==================== uart_rx_cfg
==> uart_rx_cfg/clock_wires.png <==
(6 px per um)
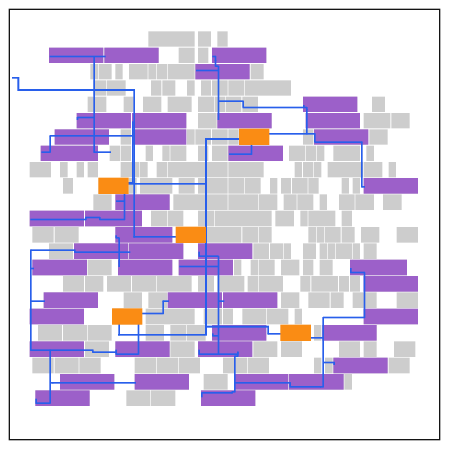

<file path="config.mk">
export PLATFORM = sky130hd
export DESIGN_NAME = uart_rx_cfg
export DESIGN_NICKNAME = d
export VERILOG_FILES = /design/src/rtl/uart_pkg.sv /design/src/rtl/uart_baud_ctr.sv /design/src/rtl/uart_rx_cfg.sv
export SDC_FILE = /design/constraint.sdc
export NUM_CORES = 1
export LEC_CHECK = 0
export CAP_MARGIN = 10
export CORE_MARGIN = 3
export CORE_UTILIZATION = 52
export CTS_CLUSTER_DIAMETER = 200
export DETAILED_ROUTE_END_ITERATION = 8
export MAX_ROUTING_LAYER = met4
export PLACE_DENSITY = 0.75
export RECOVER_POWER = 25
export SETUP_SLACK_MARGIN = 0.1
export SLEW_MARGIN = 5
export SYNTH_ARGS = -nofsm -noshare
export SYNTH_HDL_FRONTEND = slang
export SYNTH_HIERARCHICAL = 1
export SYNTH_SLANG_ARGS = --single-unit
</file>
<file path="constraint.sdc">
create_clock -name clk -period 2.4 [get_ports clk]
set_clock_uncertainty 0.1 [all_clocks]
set_input_delay 0.6 -clock clk [delete_from_list [all_inputs] [get_ports clk]]
set_output_delay 0.6 -clock clk [all_outputs]
set_load 0.005 [all_outputs]
</file>
<file path="src/rtl/uart_pkg.sv">
// uart_pkg
//   Shared definitions for the UART receiver slice.
//   - uart_state_e : receiver FSM state encoding
//   - PARITY_*     : values accepted by the PARITY parameter
//   - parity_bit   : parity bit a transmitter would append to a word
package uart_pkg;

  typedef enum logic [2:0] {
    ST_IDLE      = 3'd0,
    ST_START     = 3'd1,
    ST_DATA      = 3'd2,
    ST_PARITY    = 3'd3,
    ST_STOP      = 3'd4,
    ST_WAIT_HIGH = 3'd5
  } uart_state_e;

  localparam int PARITY_NONE = 0;
  localparam int PARITY_EVEN = 1;
  localparam int PARITY_ODD  = 2;

  // Parity bit that makes the total number of ones even (odd_mode=0)
  // or odd (odd_mode=1) across data and parity.
  function automatic logic parity_bit(input logic data_xor, input logic odd_mode);
    return data_xor ^ odd_mode;
  endfunction

endpackage

</file>
<file path="src/rtl/uart_baud_ctr.sv">
// uart_baud_ctr
//   Free-running bit-timing counter for the UART receiver.
//   Counts 0 .. 2*CLK_PER_HALF_BIT-1 and wraps, so one wrap equals one
//   bit period. A synchronous clear restarts the count at zero.
// Ports
//   clk   : clock, rising edge
//   rst   : asynchronous active-high reset
//   clr   : restart count at zero on the next edge
//   half  : count == CLK_PER_HALF_BIT-1   (middle of the start bit)
//   full  : count == 2*CLK_PER_HALF_BIT-1 (one bit period elapsed)
module uart_baud_ctr #(
  parameter int CLK_PER_HALF_BIT = 1406
) (
  input  logic clk,
  input  logic rst,
  input  logic clr,
  output logic half,
  output logic full
);

  localparam int CW = $clog2(2 * CLK_PER_HALF_BIT);
  localparam logic [CW-1:0] HALF_CNT = CW'(CLK_PER_HALF_BIT - 1);
  localparam logic [CW-1:0] FULL_CNT = CW'(2 * CLK_PER_HALF_BIT - 1);

  logic [CW-1:0] cnt;

  assign half = (cnt == HALF_CNT);
  assign full = (cnt == FULL_CNT);

  always_ff @(posedge clk or posedge rst) begin
    if (rst) begin
      cnt <= '0;
    end else if (clr || full) begin
      cnt <= '0;
    end else begin
      cnt <= cnt + CW'(1);
    end
  end

endmodule

</file>
<file path="src/rtl/uart_rx_cfg.sv">
// uart_rx_cfg
//   Configurable UART receiver (data bits, parity mode, stop bits) with a
//   one-word holding register and valid/ready handshake.
// Ports
//   clk     : sole clock, rising edge
//   rst     : asynchronous active-high reset
//   rxd     : asynchronous serial line, idle high
//   rdata   : received word, LSB = first data bit
//   rvalid  : rdata/ferr/perr hold a word not yet accepted
//   rready  : consumer accepts the held word
//   ferr    : framing error for the held word (a stop sample was 0)
//   perr    : parity error for the held word (always 0 without parity)
//   overrun : one-cycle pulse when a completed frame was dropped
//   busy    : receiver is not idle
//
// state      | meaning
// -----------+-------------------------------------------------------
// IDLE       | line high, waiting for a falling edge
// START      | qualifying the start bit up to its middle
// DATA       | sampling DATA_BITS data bits, one per bit period
// PARITY     | sampling the parity bit
// STOP       | sampling STOP_BITS stop bits
// WAIT_HIGH  | framing error seen, waiting for the line to go high
module uart_rx_cfg
  import uart_pkg::*;
#(
  parameter int CLK_PER_HALF_BIT = 1406,
  parameter int DATA_BITS        = 8,
  parameter int PARITY           = 0,
  parameter int STOP_BITS        = 1
) (
  input  logic                 clk,
  input  logic                 rst,
  input  logic                 rxd,
  output logic [DATA_BITS-1:0] rdata,
  output logic                 rvalid,
  input  logic                 rready,
  output logic                 ferr,
  output logic                 perr,
  output logic                 overrun,
  output logic                 busy
);

  if (CLK_PER_HALF_BIT < 2) begin : g_bad_half_bit
    $error("uart_rx_cfg: CLK_PER_HALF_BIT must be >= 2");
  end
  if (DATA_BITS < 5 || DATA_BITS > 9) begin : g_bad_data_bits
    $error("uart_rx_cfg: DATA_BITS must be in 5..9");
  end
  if (PARITY != PARITY_NONE && PARITY != PARITY_EVEN && PARITY != PARITY_ODD) begin : g_bad_parity
    $error("uart_rx_cfg: PARITY must be 0, 1 or 2");
  end
  if (STOP_BITS != 1 && STOP_BITS != 2) begin : g_bad_stop_bits
    $error("uart_rx_cfg: STOP_BITS must be 1 or 2");
  end

  localparam logic       HAS_PARITY = (PARITY != PARITY_NONE);
  localparam logic       ODD_MODE   = (PARITY == PARITY_ODD);
  localparam logic [3:0] LAST_DATA  = 4'(DATA_BITS - 1);
  localparam logic [3:0] LAST_STOP  = 4'(STOP_BITS - 1);

  // Two-flop synchroniser; resets to the idle line level so that a reset
  // release never looks like a start bit.
  logic rx_meta;
  logic rxs;

  always_ff @(posedge clk or posedge rst) begin
    if (rst) begin
      rx_meta <= 1'b1;
      rxs     <= 1'b1;
    end else begin
      rx_meta <= rxd;
      rxs     <= rx_meta;
    end
  end

  uart_state_e          state;
  uart_state_e          state_nxt;
  logic [3:0]           bit_cnt;
  logic [DATA_BITS-1:0] shreg;
  logic                 ferr_acc;
  logic                 perr_acc;
  logic                 deliver_q;
  logic                 cnt_clr;
  logic                 half;
  logic                 full;
  logic                 stop_last;

  uart_baud_ctr #(
    .CLK_PER_HALF_BIT(CLK_PER_HALF_BIT)
  ) u_baud (
    .clk (clk),
    .rst (rst),
    .clr (cnt_clr),
    .half(half),
    .full(full)
  );

  assign stop_last = (state == ST_STOP) && full && (bit_cnt == LAST_STOP);

  always_comb begin
    state_nxt = state;
    unique case (state)
      ST_IDLE: begin
        if (!rxs) state_nxt = ST_START;
      end
      ST_START: begin
        // Any high sample before mid-start is treated as a glitch.
        if (rxs)       state_nxt = ST_IDLE;
        else if (half) state_nxt = ST_DATA;
      end
      ST_DATA: begin
        if (full && bit_cnt == LAST_DATA) state_nxt = HAS_PARITY ? ST_PARITY : ST_STOP;
      end
      ST_PARITY: begin
        if (full) state_nxt = ST_STOP;
      end
      ST_STOP: begin
        // The final stop sample is folded in here since ferr_acc only
        // sees it on the following edge.
        if (stop_last) state_nxt = (ferr_acc || !rxs) ? ST_WAIT_HIGH : ST_IDLE;
      end
      ST_WAIT_HIGH: begin
        if (rxs) state_nxt = ST_IDLE;
      end
      default: state_nxt = ST_IDLE;
    endcase
  end

  // Bit timing restarts on every state change; IDLE and WAIT_HIGH hold it
  // at zero so entry into START always begins a fresh half-bit count.
  assign cnt_clr = (state_nxt != state) || (state == ST_IDLE) || (state == ST_WAIT_HIGH);

  always_ff @(posedge clk or posedge rst) begin
    if (rst) begin
      state     <= ST_IDLE;
      bit_cnt   <= '0;
      shreg     <= '0;
      ferr_acc  <= 1'b0;
      perr_acc  <= 1'b0;
      deliver_q <= 1'b0;
    end else begin
      state     <= state_nxt;
      deliver_q <= stop_last;

      if (state_nxt != state) begin
        bit_cnt <= '0;
      end else if (full) begin
        bit_cnt <= bit_cnt + 4'd1;
      end

      if (state == ST_START) begin
        ferr_acc <= 1'b0;
        perr_acc <= 1'b0;
      end

      if (state == ST_DATA && full) begin
        shreg <= {rxs, shreg[DATA_BITS-1:1]};
      end

      if (state == ST_PARITY && full) begin
        perr_acc <= (rxs != parity_bit(^shreg, ODD_MODE));
      end

      if (state == ST_STOP && full && !rxs) begin
        ferr_acc <= 1'b1;
      end
    end
  end

  // Holding register. shreg, ferr_acc and perr_acc are still intact in the
  // deliver cycle because the next frame cannot reach START that soon.
  always_ff @(posedge clk or posedge rst) begin
    if (rst) begin
      rdata   <= '0;
      rvalid  <= 1'b0;
      ferr    <= 1'b0;
      perr    <= 1'b0;
      overrun <= 1'b0;
    end else begin
      overrun <= deliver_q && rvalid && !rready;
      if (deliver_q && (!rvalid || rready)) begin
        rvalid <= 1'b1;
        rdata  <= shreg;
        ferr   <= ferr_acc;
        perr   <= perr_acc;
      end else if (rvalid && rready) begin
        rvalid <= 1'b0;
      end
    end
  end

  assign busy = (state != ST_IDLE);

endmodule

</file>
==================== sgmii_an_tx_gen
**src/rtl/sgmii_an_tx_gen.sv**
```systemverilog
// Clause 37 auto-negotiation transmit symbol generator.
// Emits break-link, config and acknowledge /C/ sets, then /I2/ idles, one pre-8b/10b symbol per clock.
module sgmii_an_tx_gen #(
    parameter int BRK_W    = 32,
    parameter int CNT_W    = 16,
    parameter int ACK_SETS = 3
) (
    input  logic             clock,
    input  logic             reset,
    input  logic             start,
    input  logic [BRK_W-1:0] breaklink_cycles,
    input  logic [CNT_W-1:0] an_count,
    input  logic [15:0]      an_config,
    output logic [7:0]       tx_data,
    output logic             tx_is_k,
    output logic             busy,
    output logic             done
);

    localparam int CW = (BRK_W > CNT_W) ? BRK_W : CNT_W;

    localparam logic [7:0] K28_5 = 8'hBC;
    localparam logic [7:0] D21_5 = 8'hB5;
    localparam logic [7:0] D2_2  = 8'h42;
    localparam logic [7:0] D16_2 = 8'h50;

    typedef enum logic [2:0] {
        S_IDLE,
        S_BREAK,
        S_CONFIG,
        S_ACK,
        S_DONE
    } state_t;

    state_t          state_q, state_d;
    logic [1:0]      idx_q, idx_d;
    logic            tog_q, tog_d;
    logic            pend_q, pend_d;
    logic [CW-1:0]   rem_q, rem_d;
    logic [CW-1:0]   brk_sets_q, brk_sets_d;
    logic [CW-1:0]   an_q, an_d;
    logic [15:0]     cfg_q, cfg_d;
    logic [7:0]      tx_data_q, tx_data_d;
    logic            tx_is_k_q, tx_is_k_d;
    logic            busy_q, busy_d;
    logic            done_q, done_d;

    logic            accept;
    logic [CW-1:0]   brk_in_sets;
    logic [CW-1:0]   brk_eff;
    logic [CW-1:0]   an_eff;
    logic [15:0]     set_cfg;

    // State register
    always_ff @(posedge clock) begin
        if (reset) begin
            state_q    <= S_IDLE;
            idx_q      <= 2'd0;
            tog_q      <= 1'b0;
            pend_q     <= 1'b0;
            rem_q      <= '0;
            brk_sets_q <= '0;
            an_q       <= '0;
            cfg_q      <= 16'h0000;
            tx_data_q  <= K28_5;
            tx_is_k_q  <= 1'b1;
            busy_q     <= 1'b0;
            done_q     <= 1'b0;
        end else begin
            state_q    <= state_d;
            idx_q      <= idx_d;
            tog_q      <= tog_d;
            pend_q     <= pend_d;
            rem_q      <= rem_d;
            brk_sets_q <= brk_sets_d;
            an_q       <= an_d;
            cfg_q      <= cfg_d;
            tx_data_q  <= tx_data_d;
            tx_is_k_q  <= tx_is_k_d;
            busy_q     <= busy_d;
            done_q     <= done_d;
        end
    end

    // Next-state logic; state_q/idx_q describe the symbol currently on the output
    always_comb begin
        state_d    = state_q;
        idx_d      = idx_q;
        tog_d      = tog_q;
        pend_d     = pend_q;
        rem_d      = rem_q;
        brk_sets_d = brk_sets_q;
        an_d       = an_q;
        cfg_d      = cfg_q;

        accept      = ((state_q == S_IDLE) || (state_q == S_DONE)) && !pend_q && start;
        brk_in_sets = CW'(breaklink_cycles >> 2) + CW'(|breaklink_cycles[1:0]);
        brk_eff     = accept ? brk_in_sets : brk_sets_q;
        an_eff      = accept ? CW'(an_count) : an_q;

        if (accept) begin
            brk_sets_d = brk_in_sets;
            an_d       = CW'(an_count);
            cfg_d      = an_config;
        end

        case (state_q)
            S_IDLE, S_DONE: begin
                if (idx_q == 2'd0) begin
                    // /I2/ must finish its D16.2 before the first /C/
                    idx_d = 2'd1;
                    if (accept) begin
                        pend_d = 1'b1;
                    end
                end else begin
                    idx_d = 2'd0;
                    if (accept || pend_q) begin
                        pend_d = 1'b0;
                        tog_d  = 1'b0;
                        if (brk_eff != '0) begin
                            state_d = S_BREAK;
                            rem_d   = brk_eff;
                        end else if (an_eff != '0) begin
                            state_d = S_CONFIG;
                            rem_d   = an_eff;
                        end else begin
                            state_d = S_ACK;
                            rem_d   = CW'(ACK_SETS);
                        end
                    end
                end
            end
            default: begin
                idx_d = idx_q + 2'd1;
                if (idx_q == 2'd3) begin
                    tog_d = ~tog_q;
                    if (rem_q == CW'(1)) begin
                        case (state_q)
                            S_BREAK: begin
                                if (an_q != '0) begin
                                    state_d = S_CONFIG;
                                    rem_d   = an_q;
                                end else begin
                                    state_d = S_ACK;
                                    rem_d   = CW'(ACK_SETS);
                                end
                            end
                            S_CONFIG: begin
                                state_d = S_ACK;
                                rem_d   = CW'(ACK_SETS);
                            end
                            default: begin
                                state_d = S_DONE;
                                rem_d   = '0;
                            end
                        endcase
                    end else begin
                        rem_d = rem_q - CW'(1);
                    end
                end
            end
        endcase
    end

    // Output logic: symbol for the next state, registered alongside it
    always_comb begin
        tx_data_d = K28_5;
        tx_is_k_d = 1'b1;
        set_cfg   = 16'h0000;

        case (state_d)
            S_CONFIG: set_cfg = cfg_d;
            S_ACK:    set_cfg = cfg_d | 16'h4000;
            default:  set_cfg = 16'h0000;
        endcase

        if ((state_d == S_IDLE) || (state_d == S_DONE)) begin
            if (idx_d[0]) begin
                tx_data_d = D16_2;
                tx_is_k_d = 1'b0;
            end
        end else begin
            case (idx_d)
                2'd0: begin
                    tx_data_d = K28_5;
                    tx_is_k_d = 1'b1;
                end
                2'd1: begin
                    tx_data_d = tog_d ? D2_2 : D21_5;
                    tx_is_k_d = 1'b0;
                end
                2'd2: begin
                    tx_data_d = set_cfg[7:0];
                    tx_is_k_d = 1'b0;
                end
                default: begin
                    tx_data_d = set_cfg[15:8];
                    tx_is_k_d = 1'b0;
                end
            endcase
        end

        busy_d = pend_d || (state_d == S_BREAK) || (state_d == S_CONFIG) || (state_d == S_ACK);
        done_d = (state_d == S_DONE) && !pend_d;
    end

    assign tx_data = tx_data_q;
    assign tx_is_k = tx_is_k_q;
    assign busy    = busy_q;
    assign done    = done_q;

endmodule

```
**config.mk**
```make
export PLATFORM = sky130hd
export DESIGN_NAME = sgmii_an_tx_gen
export DESIGN_NICKNAME = d
export VERILOG_FILES = /design/src/rtl/sgmii_an_tx_gen.sv
export SDC_FILE = /design/constraint.sdc
export NUM_CORES = 1
export LEC_CHECK = 0
export ABC_AREA = 1
export CORE_MARGIN = 2
export CORE_UTILIZATION = 55
export CTS_CLUSTER_DIAMETER = 60
export DETAILED_ROUTE_END_ITERATION = 12
export PLACE_DENSITY = 0.78
export SLEW_MARGIN = 25
export SYNTH_ARGS = -nofsm -noshare
export SYNTH_HDL_FRONTEND = slang
export SYNTH_SLANG_ARGS = --single-unit
```
**constraint.sdc**
```tcl
create_clock -name clock -period 4.06 [get_ports clock]
set_input_delay 1.218 -clock clock [delete_from_list [all_inputs] [get_ports clock]]
set_output_delay 1.218 -clock clock [all_outputs]
set_load 0.02 [all_outputs]
```
==================== if_id_buffer
<file path="src/rtl/if_id_buffer.sv">
// IF/ID boundary stage: DEPTH-entry circular buffer of {pc, instr} feeding decode.
// Optional perf counters (stall_cycles, flush_count) are enabled by defining IF_ID_PERF_EN.
module if_id_buffer #(
   parameter int DEPTH    = 2,
   parameter int PC_WIDTH = 64
) (
   input  logic                clk,
   input  logic                rst_n,
   input  logic                fetch_valid,
   output logic                fetch_ready,
   input  logic [PC_WIDTH-1:0] fetch_pc,
   input  logic [31:0]         fetch_instr,
   output logic                id_valid,
   output logic [PC_WIDTH-1:0] id_pc,
   output logic [31:0]         id_instruction,
   input  logic                id_stall,
`ifdef IF_ID_PERF_EN
   output logic [31:0]         stall_cycles,
   output logic [31:0]         flush_count,
`endif
   input  logic                flush
);

   localparam int AW = $clog2(DEPTH);
   localparam logic [AW-1:0] PTR_ONE  = AW'(1);
   localparam logic [AW:0]   CNT_ONE  = (AW+1)'(1);
   localparam logic [AW:0]   CNT_FULL = (AW+1)'(DEPTH);

   logic [PC_WIDTH-1:0] r_pc_mem    [DEPTH];
   logic [31:0]         r_instr_mem [DEPTH];
   logic [AW-1:0]       r_wr_ptr;
   logic [AW-1:0]       r_rd_ptr;
   logic [AW:0]         r_count;

   logic w_push;
   logic w_pop;

   // Ready is derived from registered count only, so stall/flush never reach fetch combinationally.
   assign fetch_ready    = (r_count != CNT_FULL) && rst_n;
   assign id_valid       = (r_count != '0);
   assign id_pc          = id_valid ? r_pc_mem[r_rd_ptr]    : '0;
   assign id_instruction = id_valid ? r_instr_mem[r_rd_ptr] : '0;

   assign w_push = fetch_valid && fetch_ready && !flush;
   assign w_pop  = id_valid && !id_stall && !flush;

   always_ff @(posedge clk or negedge rst_n) begin
      if (!rst_n) begin
         r_wr_ptr <= '0;
         r_rd_ptr <= '0;
         r_count  <= '0;
      end else if (flush) begin
         r_wr_ptr <= '0;
         r_rd_ptr <= '0;
         r_count  <= '0;
      end else begin
         if (w_push) r_wr_ptr <= r_wr_ptr + PTR_ONE;
         if (w_pop)  r_rd_ptr <= r_rd_ptr + PTR_ONE;
         if (w_push && !w_pop)      r_count <= r_count + CNT_ONE;
         else if (w_pop && !w_push) r_count <= r_count - CNT_ONE;
      end
   end

   // Payload is not reset; the output mux masks stale entries while empty.
   always_ff @(posedge clk) begin
      if (w_push) begin
         r_pc_mem[r_wr_ptr]    <= fetch_pc;
         r_instr_mem[r_wr_ptr] <= fetch_instr;
      end
   end

`ifdef IF_ID_PERF_EN
   logic [31:0] r_stall_cycles;
   logic [31:0] r_flush_count;

   always_ff @(posedge clk or negedge rst_n) begin
      if (!rst_n) begin
         r_stall_cycles <= '0;
         r_flush_count  <= '0;
      end else begin
         if (id_valid && id_stall && !flush && (r_stall_cycles != 32'hFFFF_FFFF))
            r_stall_cycles <= r_stall_cycles + 32'd1;
         if (flush && (r_flush_count != 32'hFFFF_FFFF))
            r_flush_count <= r_flush_count + 32'd1;
      end
   end

   assign stall_cycles = r_stall_cycles;
   assign flush_count  = r_flush_count;
`endif

endmodule
</file>
<file path="config.mk">
export PLATFORM = sky130hd
export DESIGN_NAME = if_id_buffer
export DESIGN_NICKNAME = d
export VERILOG_FILES = /design/src/rtl/if_id_buffer.sv
export SDC_FILE = /design/constraint.sdc
export NUM_CORES = 1
export LEC_CHECK = 0
export CAP_MARGIN = 20
export CORE_MARGIN = 4
export CORE_UTILIZATION = 30
export DETAILED_ROUTE_END_ITERATION = 10
export HOLD_SLACK_MARGIN = 0.05
export SLEW_MARGIN = 5
export SYNTH_ARGS = -nofsm -noshare
export SYNTH_HDL_FRONTEND = slang
export SYNTH_SLANG_ARGS = --single-unit
</file>
<file path="constraint.sdc">
create_clock -name clk -period 15.7 [get_ports clk]
set_input_delay 3.14 -clock clk [delete_from_list [all_inputs] [get_ports clk]]
set_output_delay 3.14 -clock clk [all_outputs]
set_load 0.01 [all_outputs]
</file>
==> uart_rx_cfg/layers.png <==
(4 px per um) Only two layers are drawn.
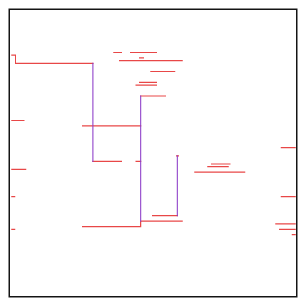
layer	colour	wire length
M3	red	170 um
M4	purple	70.7 um

==> uart_rx_cfg/clock_nets.png <==
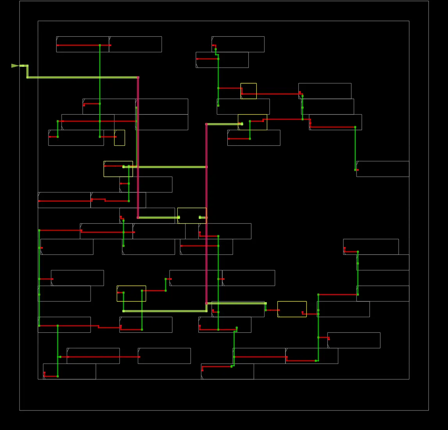
number of clock buffers inserted by TritonCTS: 5
Clock group: 438 uW

## Picture notes: uart_rx_cfg/clock_wires.png
[clock wires] blue | length: 500 um
[flip-flops] purple | count: 44
[clock-net drivers] orange | count: 5
flops lie	widely spread
routed clock nets	6
Clk network pwr share: 25.2%
latest clock arrival within the worst-skew pair: 0.30 ns

==> run notes, uart_rx_cfg <==
Notes from the flow run.

Outcome:
- The run finished with clean final reports.

Pwr:
- In this run, flip-flops and latches consume ~48% of the power.
- The run puts the power density relative to cell area at around 640 nW/um^2.
- The run puts the relative contribution of combinational cells to total power at between 20% and 30%.

Yosys:
- The run puts the post-synthesis share of cell area spent on xor and xnor gates at 6.453%.
- The run gives the AND-OR/OR-AND share of the synthesized area as between 10% and 20%.
- For reference, the mux area share after synthesis is 9.091%.
- Looking at the gate-level netlist, the highest instance count belongs to sky130_fd_sc_hd__dfrtp_1.
- The run gives the post-synthesis instance area as between 2000 and 2500 um^2.
- The run puts the count of yosys warnings during synthesis at 6.

Placed design:
- The run gives the HPWL after detailed placement as about 3.1 mm.
- The run gives the cell total after placement as approximately 270.
- As logged by OpenROAD, the buffers inserted on ports number 16.

Timing:
- Across all setup checks in the final design, the least slack found is ~0.095 ns.
- The run puts the final critical-path required period at around 2.3 ns.
- Setup violations remaining at the end of the flow were counted as 0.

Global route:
- The initial antenna violation count came to 0.
- The run puts the met3 layer usage reported by global route at 4.628%.

Layout:
- The run gives the flop share of the area as about two fifths.
- In the final layout, the share of cells above drive strength 1 is about a third.
- Leaving out the clock tree, the finished layout contains an inverter count of 11.
- The run puts the register area at roughly 1100 um^2.
- The run gives the register with the most flip-flops as u_baud/cnt.
- The run puts the share of the core filled with cells at approximately two thirds.
- For this run, the post-layout net count is 239.

Clock tree:
- The tree built by TritonCTS fans out to ~44 sinks.
- The run gives the clock slew seen by the registers of the worst setup and hold paths as around 0.08 ns.

Route:
- Signal nets in the final route climb as high as met4.
- The run puts the number of DRC markers after the initial detailed-route iteration at approximately 59.
- In the detailed route, the total length drawn on met3 is between 150 and 200 um.
uart_rx_cfg: worst max-delay path, delay by kind of cell (launching register included):
family	cells	cell delay (ns)
flops	1	0.40
simple gates	4	0.83
buf+inv	2	0.25
compound gates	4	0.52
fa+ha+maj	1	0.15
uart_rx_cfg: how the worst max path moves through the flow:
stage	endpoint	depth (start not counted)
floorplan	u_baud/cnt[9]	11
global placement	u_baud/cnt[4]	11
detailed placement	u_baud/cnt[3]	11
CTS	u_baud/cnt[8]	11
global route	u_baud/cnt[0]	11
finish	u_baud/cnt[6]	11
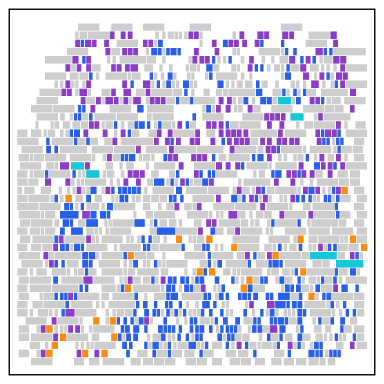
(sgmii_an_tx_gen/gates.png)
(3 px per um)
family	colour	cells
and/or cells	orange	26
nand cells	blue	360
aoi and oai cells	purple	226
fa/ha/maj cells	cyan	6

==> run notes, sgmii_an_tx_gen <==
Notes from the flow run.

Outcome:
- The run finished with clean final reports.

Setup path:
- The run gives the maximum net fanout on the critical path as 6.
- The run gives the setup slack on the worst flop-to-flop path as ~0.99 ns.
- The run gives the most frequent cell on the critical path as sky130_fd_sc_hd__nand2_1.
- Traced cell by cell, the critical path runs through clkdlybuf4s50_1 > or2_2 > ha_4 > ha_4 > nand2_2 > nor2_4 > nand2_4 > nor2_4 > nand2_1 > nand2_1 > nand2_1 > nand2_1 > nand2_1 > nor2_2 > nand3_1 > nor2_2 > buf_4 > nand3_2 > nand2_2 > nand4_1 > buf_4 > nand3_1 > nand2_1.
- For reference, the critical path is launched at breaklink_cycles[1].
- The run gives the reg-to-reg endpoint as rem_q[5].

Pwr:
- The run gives the clock distribution power as between 1.5 and 2 mW.
- The share of total power dissipated in combinational logic is 34.9%.
- The run gives the net switching fraction of the power as roughly 36%.
- In the power breakdown, the biggest contributor is combinational cells.

Route:
- The run gives the number of DRC markers after the initial detailed-route iteration as slightly above 900.

Clock tree:
- TritonCTS built the clock tree.
- The run puts the number of cells upsized or downsized after cts at 0.
- The run gives the insertion delay of the later-clocked pin in the worst-skew pair as roughly 0.43 ns.
- The H-tree generated during clock tree synthesis spans 4 levels.

Worst hold path:
- Hold analysis lists the worst path endpoint as brk_sets_q[0].

Timing:
- Endpoints with negative setup slack in the final report add up to 0.
- Dividing the final minimum period by the clock period gives roughly 95%.
- The critical path in the final layout is reported with a setup slack of 0.2118 ns.

Layout:
- Registers represent a cell area share of approximately a quarter.
- The run gives the final-layout non-clock buffer area share as approximately 15%.
- The run gives the inverter count of the layout excluding clock inverters as between 100 and 150.
- After the flow finishes, the layout carries non-filler instances totaling around 1.5k.
- The run puts the fraction of final layout cells with drive strength greater than 1 at roughly 14%.
- The run gives the layout sequential cell count as 130.

Die:
- The run gives the total I/O pin count as slightly below 80.
- The run gives the die footprint as 14710 um^2.
- The run puts the placeable core region at 13350 um^2.

Yosys:
- The run puts the post-synthesis share of cell area spent on xor and xnor gates at under 10%.
- The run gives the post-synthesis instance area as 7569 um^2.

Global route:
- The first global-routing pass estimated 37.97 mm of wire.
- The run gives the met2 usage as 53.30%.
sgmii_an_tx_gen: registers in the layout, summed over array words and instances, names as in the netlist:
| name | cells |
|---|---|
| an_q | 32 |
| brk_sets_q | 32 |
| busy | 1 |
| cfg_q | 16 |
| done | 1 |
| idx_q | 2 |
| pend_q | 1 |
| rem_q | 32 |
| state_q | 3 |
| tog_q | 1 |
| tx_data | 8 |
| tx_is_k | 1 |
==> if_id_buffer/clock_nets.png <==
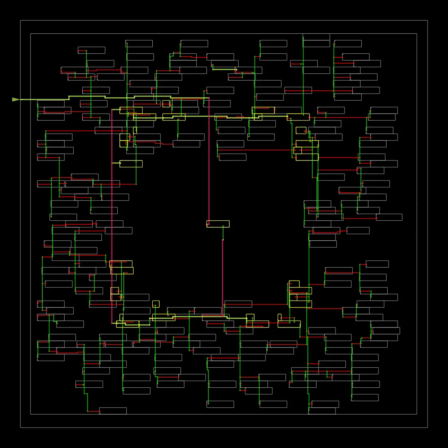
number of clock buffer instances in the layout: 20
number of clock sinks seen by CTS: 196

==> if_id_buffer/gates.png <==
(2 px per um)
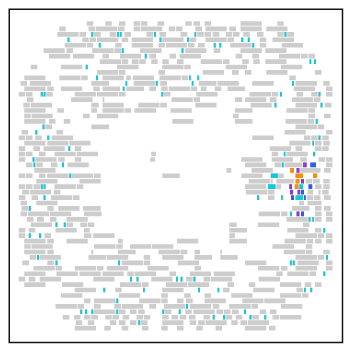
family	colour	cells	where
aoi and oai cells	purple	7	right middle
nor cells	cyan	100	widely spread
and/or cells	orange	5	right middle
nand cells	blue	6	right middle

==> run notes, if_id_buffer <==
Notes from the flow run.

Pwr:
- The power report puts the leakage power at 3.267 nW.
- The run puts the power share of the sequential group at 53.4%.
- The run gives the worst voltage drop across the vdd grid as ~0.075 mV.

Layout:
- The finished cells cover a little over 10000 um^2.
- The run gives the fill cell instance count of the final layout as 2240.
- The run gives the non-clock buffer instance count of the final layout as slightly above 200.
- The run gives the number of nets in the layout as between 700 and 800.

Outcome:
- The run finished with clean final reports.

Timing:
- The run puts the final setup skew at 0.01415 ns.
- The run puts the post-route clock period utilization at approximately half.

Clock tree:
- The run gives the clock root buffer as sky130_fd_sc_hd__clkbuf_16.

Yosys:
- The run gives the number of synthesized flops with an enable pin as ~190.

Setup path:
- The run gives the stage delay of the slowest cell on the critical path as 0.67 ns.
- The most critical setup path has its endpoint at fetch_ready.

Route:
- In the post-route report, total wirelength is listed as between 15 and 20 mm.

Die:
- The run gives the site row count as around 57.
==> if_id_buffer: kinds of logic (layout without fill, tap and decap cells) <==
logic type | after synthesis | count (layout)
AOI/OAI and AO/OA | 8 | 8
buffers and inverters | 23 | 239
DFF | 196 | 196
muxes | 96 | 96
and+or+nand+nor | 111 | 111
==> if_id_buffer: power groups by stage <==
stage	Clock (mW)	Sequential (mW)	Combinational, mW
3_3_place_gp	0	0.604	0.105
2_1_floorplan	0	0.601	0.0452
5_1_grt	0.450	0.593	0.114
4_1_cts	0.427	0.593	0.108
6_report	0.410	0.592	0.106
3_5_place_dp	0	0.604	0.107

==> layout pictures side by side <==
Ports around the boundary.
picture 1
(3 px per um) Pins as bars across the die edge, other pins in grey.
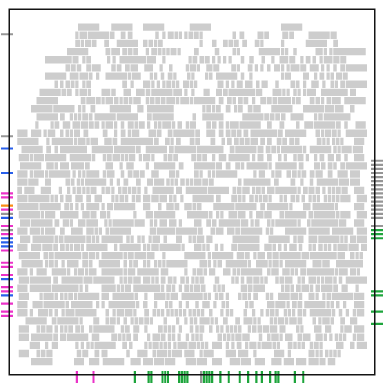
picture 2
(4 px per um) Pins as bars across the die edge, other pins in grey.
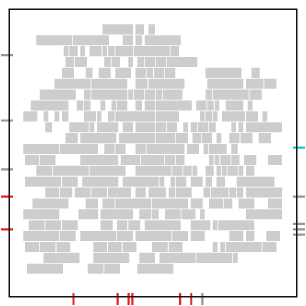
picture 3
(2 px per um) Pins as bars across the die edge, other pins in grey.
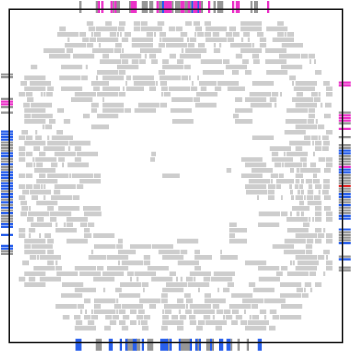
Picture 1 is sgmii_an_tx_gen.
Picture 2 is uart_rx_cfg.
Picture 3 is if_id_buffer.
The one with the most pins is picture 3.

Key to picture 2:
port	colour	pins	direction	edge
busy	cyan	1	output	right
rdata	red	8	output	6 bottom, 2 left
all pins by edge	7 bottom, 5 right, 5 left


==================== imem_loader
==> imem_loader/clock_nets.png <==
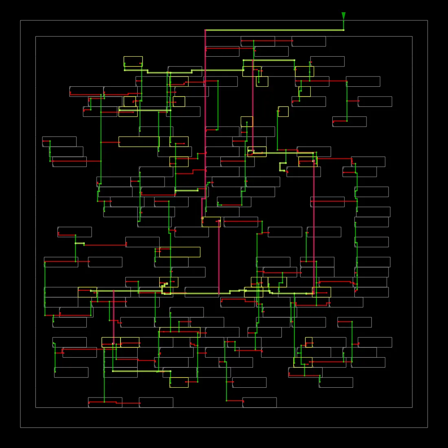

[src/rtl/imem_loader.sv]
// Boot-time instruction memory loader: assembles a length-prefixed, checksummed
// little-endian byte stream into 32-bit words and releases the core once verified.
module imem_loader #(
  parameter int ADDR_W = 13
) (
  input  logic        clk_i,
  input  logic        rst_i,
  input  logic        start_i,
  input  logic        byte_valid_i,
  input  logic [7:0]  byte_data_i,
  output logic        byte_ready_o,
  output logic        wr_en_o,
  output logic [31:0] wr_addr_o,
  output logic [31:0] wr_data_o,
  output logic        core_rst_o,
  output logic        busy_o,
  output logic        done_o,
  output logic        err_o,
  output logic [2:0]  dbg_state_o
);

  // Handshake: a byte transfers on a rising edge where byte_valid_i && byte_ready_o;
  // the host holds byte_data_i stable while byte_valid_i is high and ready is low.
  typedef enum logic [2:0] {
    S_IDLE  = 3'd0,
    S_LEN   = 3'd1,
    S_DATA  = 3'd2,
    S_WRITE = 3'd3,
    S_CHK   = 3'd4,
    S_DONE  = 3'd5,
    S_ERR   = 3'd6
  } state_t;

  state_t          state_q, state_d;
  logic [1:0]      byte_cnt_q;
  logic [31:0]     n_q;
  logic [ADDR_W:0] idx_q;
  logic [7:0]      csum_q;
  logic [23:0]     word_q;
  logic [31:0]     wr_addr_q;
  logic [31:0]     wr_data_q;

  logic            accept;
  logic            start_ok;
  logic [31:0]     n_full;
  logic            n_too_big;
  logic [ADDR_W:0] idx_inc;
  logic            last_word;

  assign byte_ready_o = (state_q == S_LEN) || (state_q == S_DATA) || (state_q == S_CHK);
  assign wr_en_o      = (state_q == S_WRITE);
  assign busy_o       = byte_ready_o || wr_en_o;
  assign done_o       = (state_q == S_DONE);
  assign err_o        = (state_q == S_ERR);
  assign core_rst_o   = (state_q != S_DONE);
  assign wr_addr_o    = wr_addr_q;
  assign wr_data_o    = wr_data_q;
  assign dbg_state_o  = state_q;

  assign accept    = byte_valid_i && byte_ready_o;
  assign start_ok  = start_i && ((state_q == S_IDLE) || (state_q == S_DONE) || (state_q == S_ERR));
  assign n_full    = {byte_data_i, n_q[31:8]};
  // 33-bit compare so a count near 2**32 cannot wrap below the capacity.
  assign n_too_big = {1'b0, n_full} > (33'd1 << ADDR_W);
  assign idx_inc   = idx_q + 1'b1;
  assign last_word = (32'(idx_inc) == n_q);

  always_ff @(posedge clk_i or posedge rst_i) begin
    if (rst_i) state_q <= S_IDLE;
    else       state_q <= state_d;
  end

  always_comb begin
    state_d = state_q;
    case (state_q)
      S_IDLE, S_DONE, S_ERR: if (start_i) state_d = S_LEN;
      S_LEN: begin
        if (accept && byte_cnt_q == 2'd3) begin
          if (n_full == 32'd0) state_d = S_DONE;
          else if (n_too_big)  state_d = S_ERR;
          else                 state_d = S_DATA;
        end
      end
      S_DATA:  if (accept && byte_cnt_q == 2'd3) state_d = S_WRITE;
      S_WRITE: state_d = last_word ? S_CHK : S_DATA;
      S_CHK:   if (accept) state_d = (byte_data_i == csum_q) ? S_DONE : S_ERR;
      default: state_d = S_IDLE;
    endcase
  end

  always_ff @(posedge clk_i or posedge rst_i) begin
    if (rst_i) begin
      byte_cnt_q <= '0;
      n_q        <= '0;
      idx_q      <= '0;
      csum_q     <= '0;
      word_q     <= '0;
      wr_addr_q  <= '0;
      wr_data_q  <= '0;
    end else if (start_ok) begin
      byte_cnt_q <= '0;
      n_q        <= '0;
      idx_q      <= '0;
      csum_q     <= '0;
    end else begin
      if (accept && state_q == S_LEN) begin
        n_q        <= n_full;
        byte_cnt_q <= byte_cnt_q + 2'd1;
      end
      if (accept && state_q == S_DATA) begin
        csum_q     <= csum_q ^ byte_data_i;
        byte_cnt_q <= byte_cnt_q + 2'd1;
        case (byte_cnt_q)
          2'd0: word_q[7:0]   <= byte_data_i;
          2'd1: word_q[15:8]  <= byte_data_i;
          2'd2: word_q[23:16] <= byte_data_i;
          default: begin
            // Top lane goes straight to the write register so WRITE follows immediately.
            wr_data_q <= {byte_data_i, word_q};
            wr_addr_q <= 32'({idx_q, 2'b00});
          end
        endcase
      end
      if (state_q == S_WRITE) idx_q <= idx_inc;
    end
  end

endmodule

[config.mk]
export PLATFORM = sky130hd
export DESIGN_NAME = imem_loader
export DESIGN_NICKNAME = d
export VERILOG_FILES = /design/src/rtl/imem_loader.sv
export SDC_FILE = /design/constraint.sdc
export NUM_CORES = 1
export LEC_CHECK = 0
export ABC_AREA = 1
export CORE_MARGIN = 4
export CORE_UTILIZATION = 57
export CTS_BUF_LIST = sky130_fd_sc_hd__clkbuf_4 sky130_fd_sc_hd__clkbuf_8
export DETAILED_ROUTE_END_ITERATION = 6
export HOLD_SLACK_MARGIN = 0.1
export PLACE_DENSITY = 0.85
export SLEW_MARGIN = 10
export SYNTH_ARGS = -nofsm -noshare
export SYNTH_HDL_FRONTEND = slang
export SYNTH_SLANG_ARGS = --single-unit
[constraint.sdc]
create_clock -name clk_i -period 5.4 [get_ports clk_i]
set_input_delay 1.08 -clock clk_i [delete_from_list [all_inputs] [get_ports clk_i]]
set_output_delay 1.08 -clock clk_i [all_outputs]
set_load 0.005 [all_outputs]
==================== pcie_scrambler_8b
## src/rtl/pcie_phy_pkg.sv

```systemverilog
// Shared PCIe PHY definitions: special symbol codes, scrambler polynomial and
// the 8-step Galois LFSR advance used by the byte-wide scrambler.
package pcie_phy_pkg;

    localparam logic [7:0]  K_COM         = 8'hBC;
    localparam logic [7:0]  K_SKP         = 8'h1C;
    localparam logic [15:0] SCRAMBLE_POLY = 16'h0039;

    typedef enum logic [1:0] {
        SYM_DATA    = 2'd0,
        SYM_COM     = 2'd1,
        SYM_SKP     = 2'd2,
        SYM_K_OTHER = 2'd3
    } sym_class_t;

    typedef struct packed {
        logic [15:0] next_state;
        logic [7:0]  mask;
    } lfsr_step_t;

    // Eight Galois shifts; each pre-shift LFSR[15] becomes the next mask bit, bit 0 first.
    function automatic lfsr_step_t lfsr_adv8(input logic [15:0] state);
        lfsr_step_t  res;
        logic [15:0] s;
        s        = state;
        res.mask = 8'h00;
        for (int i = 0; i < 8; i++) begin
            res.mask[i] = s[15];
            s = {s[14:0], 1'b0} ^ (s[15] ? SCRAMBLE_POLY : 16'h0000);
        end
        res.next_state = s;
        return res;
    endfunction

endpackage

```

## src/rtl/pcie_scrambler_8b.sv

```systemverilog
// Byte-wide PCIe Gen1/2 scrambler with a registered valid/ready output stage,
// sitting directly upstream of the 8b/10b encoder.
module pcie_scrambler_8b
    import pcie_phy_pkg::*;
#(
    parameter logic [15:0] LFSR_SEED = 16'hFFFF
) (
    input  logic       clk_i,
    input  logic       rst_i,
    input  logic [7:0] sym_i,
    input  logic       sym_k_i,
    input  logic       sym_valid_i,
    output logic       sym_ready_o,
    input  logic       scramble_dis_i,
    output logic [7:0] sym_o,
    output logic       sym_k_o,
    output logic       sym_valid_o,
    input  logic       sym_ready_i
);

    logic [15:0] lfsr_r;
    logic [7:0]  sym_r;
    logic        sym_k_r;
    logic        valid_r;

    logic        accept_s;
    sym_class_t  sym_class_s;
    lfsr_step_t  step_s;
    logic [15:0] lfsr_next_s;
    logic [7:0]  sym_next_s;

    // Ready depends only on the registered output stage, never on sym_valid_i.
    assign sym_ready_o = !valid_r || sym_ready_i;
    assign accept_s    = sym_valid_i && sym_ready_o;

    assign sym_o       = sym_r;
    assign sym_k_o     = sym_k_r;
    assign sym_valid_o = valid_r;

    // Classify the incoming symbol.
    always_comb begin
        sym_class_s = SYM_DATA;
        if (!sym_k_i) begin
            sym_class_s = SYM_DATA;
        end else if (sym_i == K_COM) begin
            sym_class_s = SYM_COM;
        end else if (sym_i == K_SKP) begin
            sym_class_s = SYM_SKP;
        end else begin
            sym_class_s = SYM_K_OTHER;
        end
    end

    // Next LFSR state and outgoing byte; scramble_dis_i only zeroes the mask.
    always_comb begin
        step_s      = lfsr_adv8(lfsr_r);
        lfsr_next_s = lfsr_r;
        sym_next_s  = sym_i;
        case (sym_class_s)
            SYM_COM: begin
                lfsr_next_s = LFSR_SEED;
                sym_next_s  = sym_i;
            end
            SYM_SKP: begin
                lfsr_next_s = lfsr_r;
                sym_next_s  = sym_i;
            end
            SYM_K_OTHER: begin
                lfsr_next_s = step_s.next_state;
                sym_next_s  = sym_i;
            end
            SYM_DATA: begin
                lfsr_next_s = step_s.next_state;
                sym_next_s  = scramble_dis_i ? sym_i : (sym_i ^ step_s.mask);
            end
            default: begin
                lfsr_next_s = lfsr_r;
                sym_next_s  = sym_i;
            end
        endcase
    end

    // LFSR and output stage; the LFSR moves only on an accepted symbol.
    always_ff @(posedge clk_i or posedge rst_i) begin
        if (rst_i) begin
            lfsr_r  <= LFSR_SEED;
            sym_r   <= 8'h00;
            sym_k_r <= 1'b0;
            valid_r <= 1'b0;
        end else if (accept_s) begin
            lfsr_r  <= lfsr_next_s;
            sym_r   <= sym_next_s;
            sym_k_r <= sym_k_i;
            valid_r <= 1'b1;
        end else if (sym_ready_i) begin
            valid_r <= 1'b0;
        end
    end

endmodule

```

## config.mk

```make
export PLATFORM = sky130hd
export DESIGN_NAME = pcie_scrambler_8b
export DESIGN_NICKNAME = d
export VERILOG_FILES = /design/src/rtl/pcie_phy_pkg.sv /design/src/rtl/pcie_scrambler_8b.sv
export SDC_FILE = /design/constraint.sdc
export NUM_CORES = 1
export LEC_CHECK = 0
export CAP_MARGIN = 40
export CORE_UTILIZATION = 52
export DETAILED_ROUTE_END_ITERATION = 12
export PLACE_DENSITY_LB_ADDON = 0.1
export SLEW_MARGIN = 20
export SYNTH_ARGS = -nofsm -noshare
export SYNTH_HDL_FRONTEND = slang
export SYNTH_SLANG_ARGS = --single-unit
export TNS_END_PERCENT = 10
```

## constraint.sdc

```tcl
create_clock -name clk_i -period 1.5 [get_ports clk_i]
set_input_delay 0.15 -clock clk_i [delete_from_list [all_inputs] [get_ports clk_i]]
set_output_delay 0.15 -clock clk_i [all_outputs]
set_load 0.05 [all_outputs]
```

==> imem_loader/gates.png <==
(3 px per um)
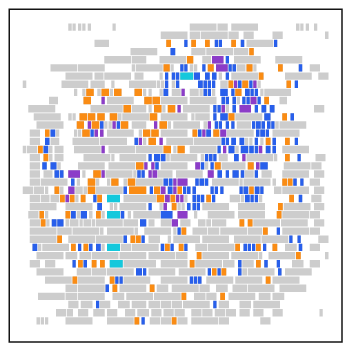
family	colour	cells
fa/ha/maj cells	cyan	5
aoi and oai cells	orange	113
nor cells	purple	45
nand cells	blue	191
most instantiated logic cell after routing: sky130_fd_sc_hd__nand2_1
share of the final layout cell area in multi-input gates: 31.50%
fin cells: 866

Notes on imem_loader/clock_nets.png above:
sequential cell count of the final layout: 129
number of clock sinks seen by CTS: 129

==> run notes, imem_loader <==
Notes from the flow run.

Outcome:
- The run finished with clean final reports.

Worst hold path:
- The run gives the path class of the lowest-slack min-delay path as flop to flop.

Setup path:
- For this run, the slowest stage of the critical path takes just over 0.5 ns.
- The run gives the length in cells of the worst reg-to-reg path as 9.

Global route:
- The run puts the initial antenna violation count at 0.

Yosys:
- Summed over all instances, the cell type with the most area after synthesis is sky130_fd_sc_hd__dfrtp_1.
- The run gives the number of synthesized flops with an enable pin as 0.
- In the synthesis report, Yosys lists the chip area as 5979 um^2.
- Sequential elements use ~54% of the synthesized area.

Layout:
- The run puts the final-layout non-clock buffer area share at ~9.7%.
- The final layout report lists a clock buffer count of 19.
- The run gives the multi-input combinational cell count as around 410.

Clock tree:
- The run puts the clock slew seen by the registers of the worst setup and hold paths at ~0.07 ns.
- The run puts the number of buffers inserted by hold repair at cts at 0.

Timing:
- Looking at the max-slew report, the worst-margin pin has a slew of between 0.7 and 0.8 ns.
- The run puts the highest clock rate at between 200 and 300 MHz.

Pwr:
- The run puts the clock network power share at about 24%.
- The power report lists cell-internal power as about 2.3 mW.

Route:
- The routed design has approximately 14 mm of wire.
- The run puts the post-detailed-route via-to-cell ratio at about 5.5.

Die:
- The run puts the placeable core region at 10280 um^2.
-- imem_loader: cells by family (layout without fill, tap and decap cells) --
kind of cell | after synthesis | after routing | synth area share, %
flip-flops | 129 | 129 | 53.99
AND-OR/OR-AND | 113 | 113 | 11.09
other | 1 | 18 | 0.06271
XOR/XNOR | 12 | 12 | 1.988
adder cells (fa/ha/maj) | 5 | 5 | 1.046
buffers and inverters | 129 | 192 | 9.877
AND/OR/NAND/NOR | 237 | 237 | 17.43
multiplexers | 24 | 24 | 4.520
==> pcie_scrambler_8b/gates.png <==
(6 px per um)
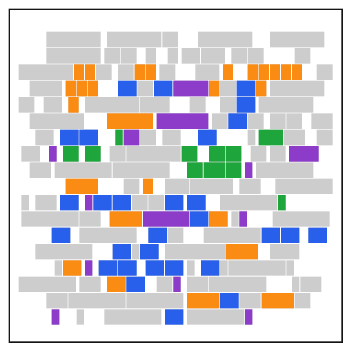
family	colour	cells
nor cells	purple	13
aoi and oai cells	orange	26
xor and xnor cells	blue	29
nand cells	green	11

==> pcie_scrambler_8b/clock_nets.png <==
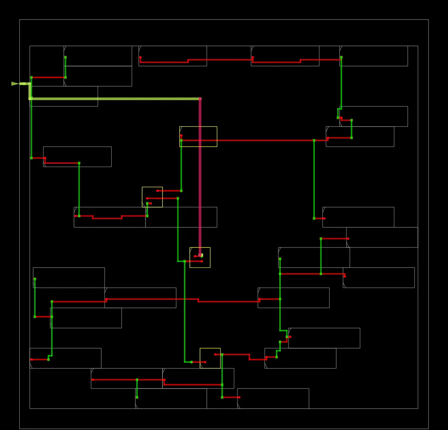
worst setup skew after layout: 0.006753 ns
latest clock arrival within the worst-skew pair: 0.32 ns

==> run notes, pcie_scrambler_8b <==
Notes from the flow run.

Setup path:
- Among cell families on the critical path, the largest total delay comes from buffers and inverters.
- The largest single stage delay on the critical path is 0.26 ns.
- The critical path ends at lfsr_r[1].
- Per the STA report, the cell with the highest stage delay on the worst path is sky130_fd_sc_hd__nor4b_4.
- The run gives the capturing element type of the critical path as a flop.

Global route:
- The run gives the via count of the first global-routing pass as between 1k and 1.5k.
- The run puts the remaining global-route overflow at 0.

Clock tree:
- The run gives the number of CTS-inserted buffers as 3.

Yosys:
- sky130_fd_sc_hd__dfstp_2 takes more of the synthesized area than any other cell.
- The run gives the area share of fa/ha/maj cells after synthesis as approximately 1.7%.

Pwr:
- Total power for the finished layout comes to roughly 3.1 mW.
- The flow reports power dissipated in the clock network as 362 uW.
- Combinational logic burns 45.3% of the power.

Die:
- The run puts the die footprint at 3051 um^2.
- The run gives the site row count as 18.

Job:
- The run gives the number of maximum-capacitance constraint violations as 0.

Timing:
- The pin closest to its max-slew limit shows a slew of between 0.3 and 0.4 ns.

Route:
- The run gives the detailed route wirelength on metal2 as about 1.6 mm.

Outcome:
- The flow ran to the end, and the final reports show no timing, DRC or antenna violations.

Layout:
- Counting the clock-network buffers in the layout gives 4.
## pcie_scrambler_8b: metrics by stage
step	area, um^2	utilization (%)	hold slack (ns)	setup TNS, ns
2_1_floorplan	1544	-	0.1781	-3.320
3_3_place_gp	1856	72.27	0.4606	-13.26
3_5_place_dp	1856	72.27	0.4669	-14.42
4_1_cts	1921	74.81	0.1624	-0.01212
5_1_grt	1966	76.56	0.2011	-0.7329
6_report	1966	76.56	0.1562	0
## pcie_scrambler_8b: registers in the layout, summed over array words and instances, names as in the netlist
register	flops
lfsr_r	16
sym_o	8
sym_k_o	1
sym_valid_o	1


==> gallery <==
M4 wires.
(a)
(3 px per um)
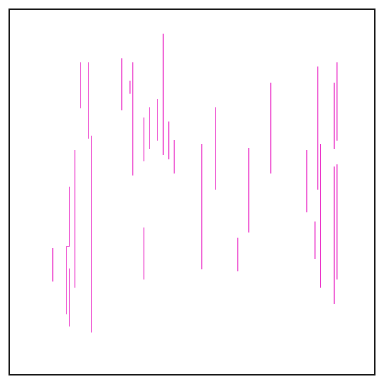
(b)
(3 px per um)
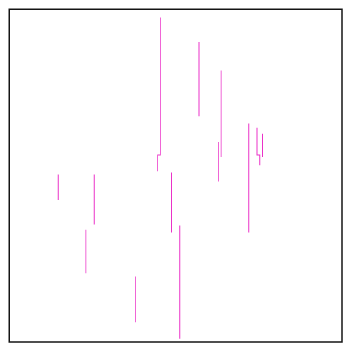
(c)
(2 px per um)
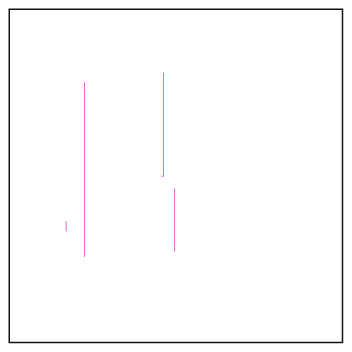
Of these, largest die: (c)
Of these, smallest die: (b)
(c) is if_id_buffer.
(a) is sgmii_an_tx_gen.
(b) is imem_loader.

Power is estimated from default activity; no workload was simulated.
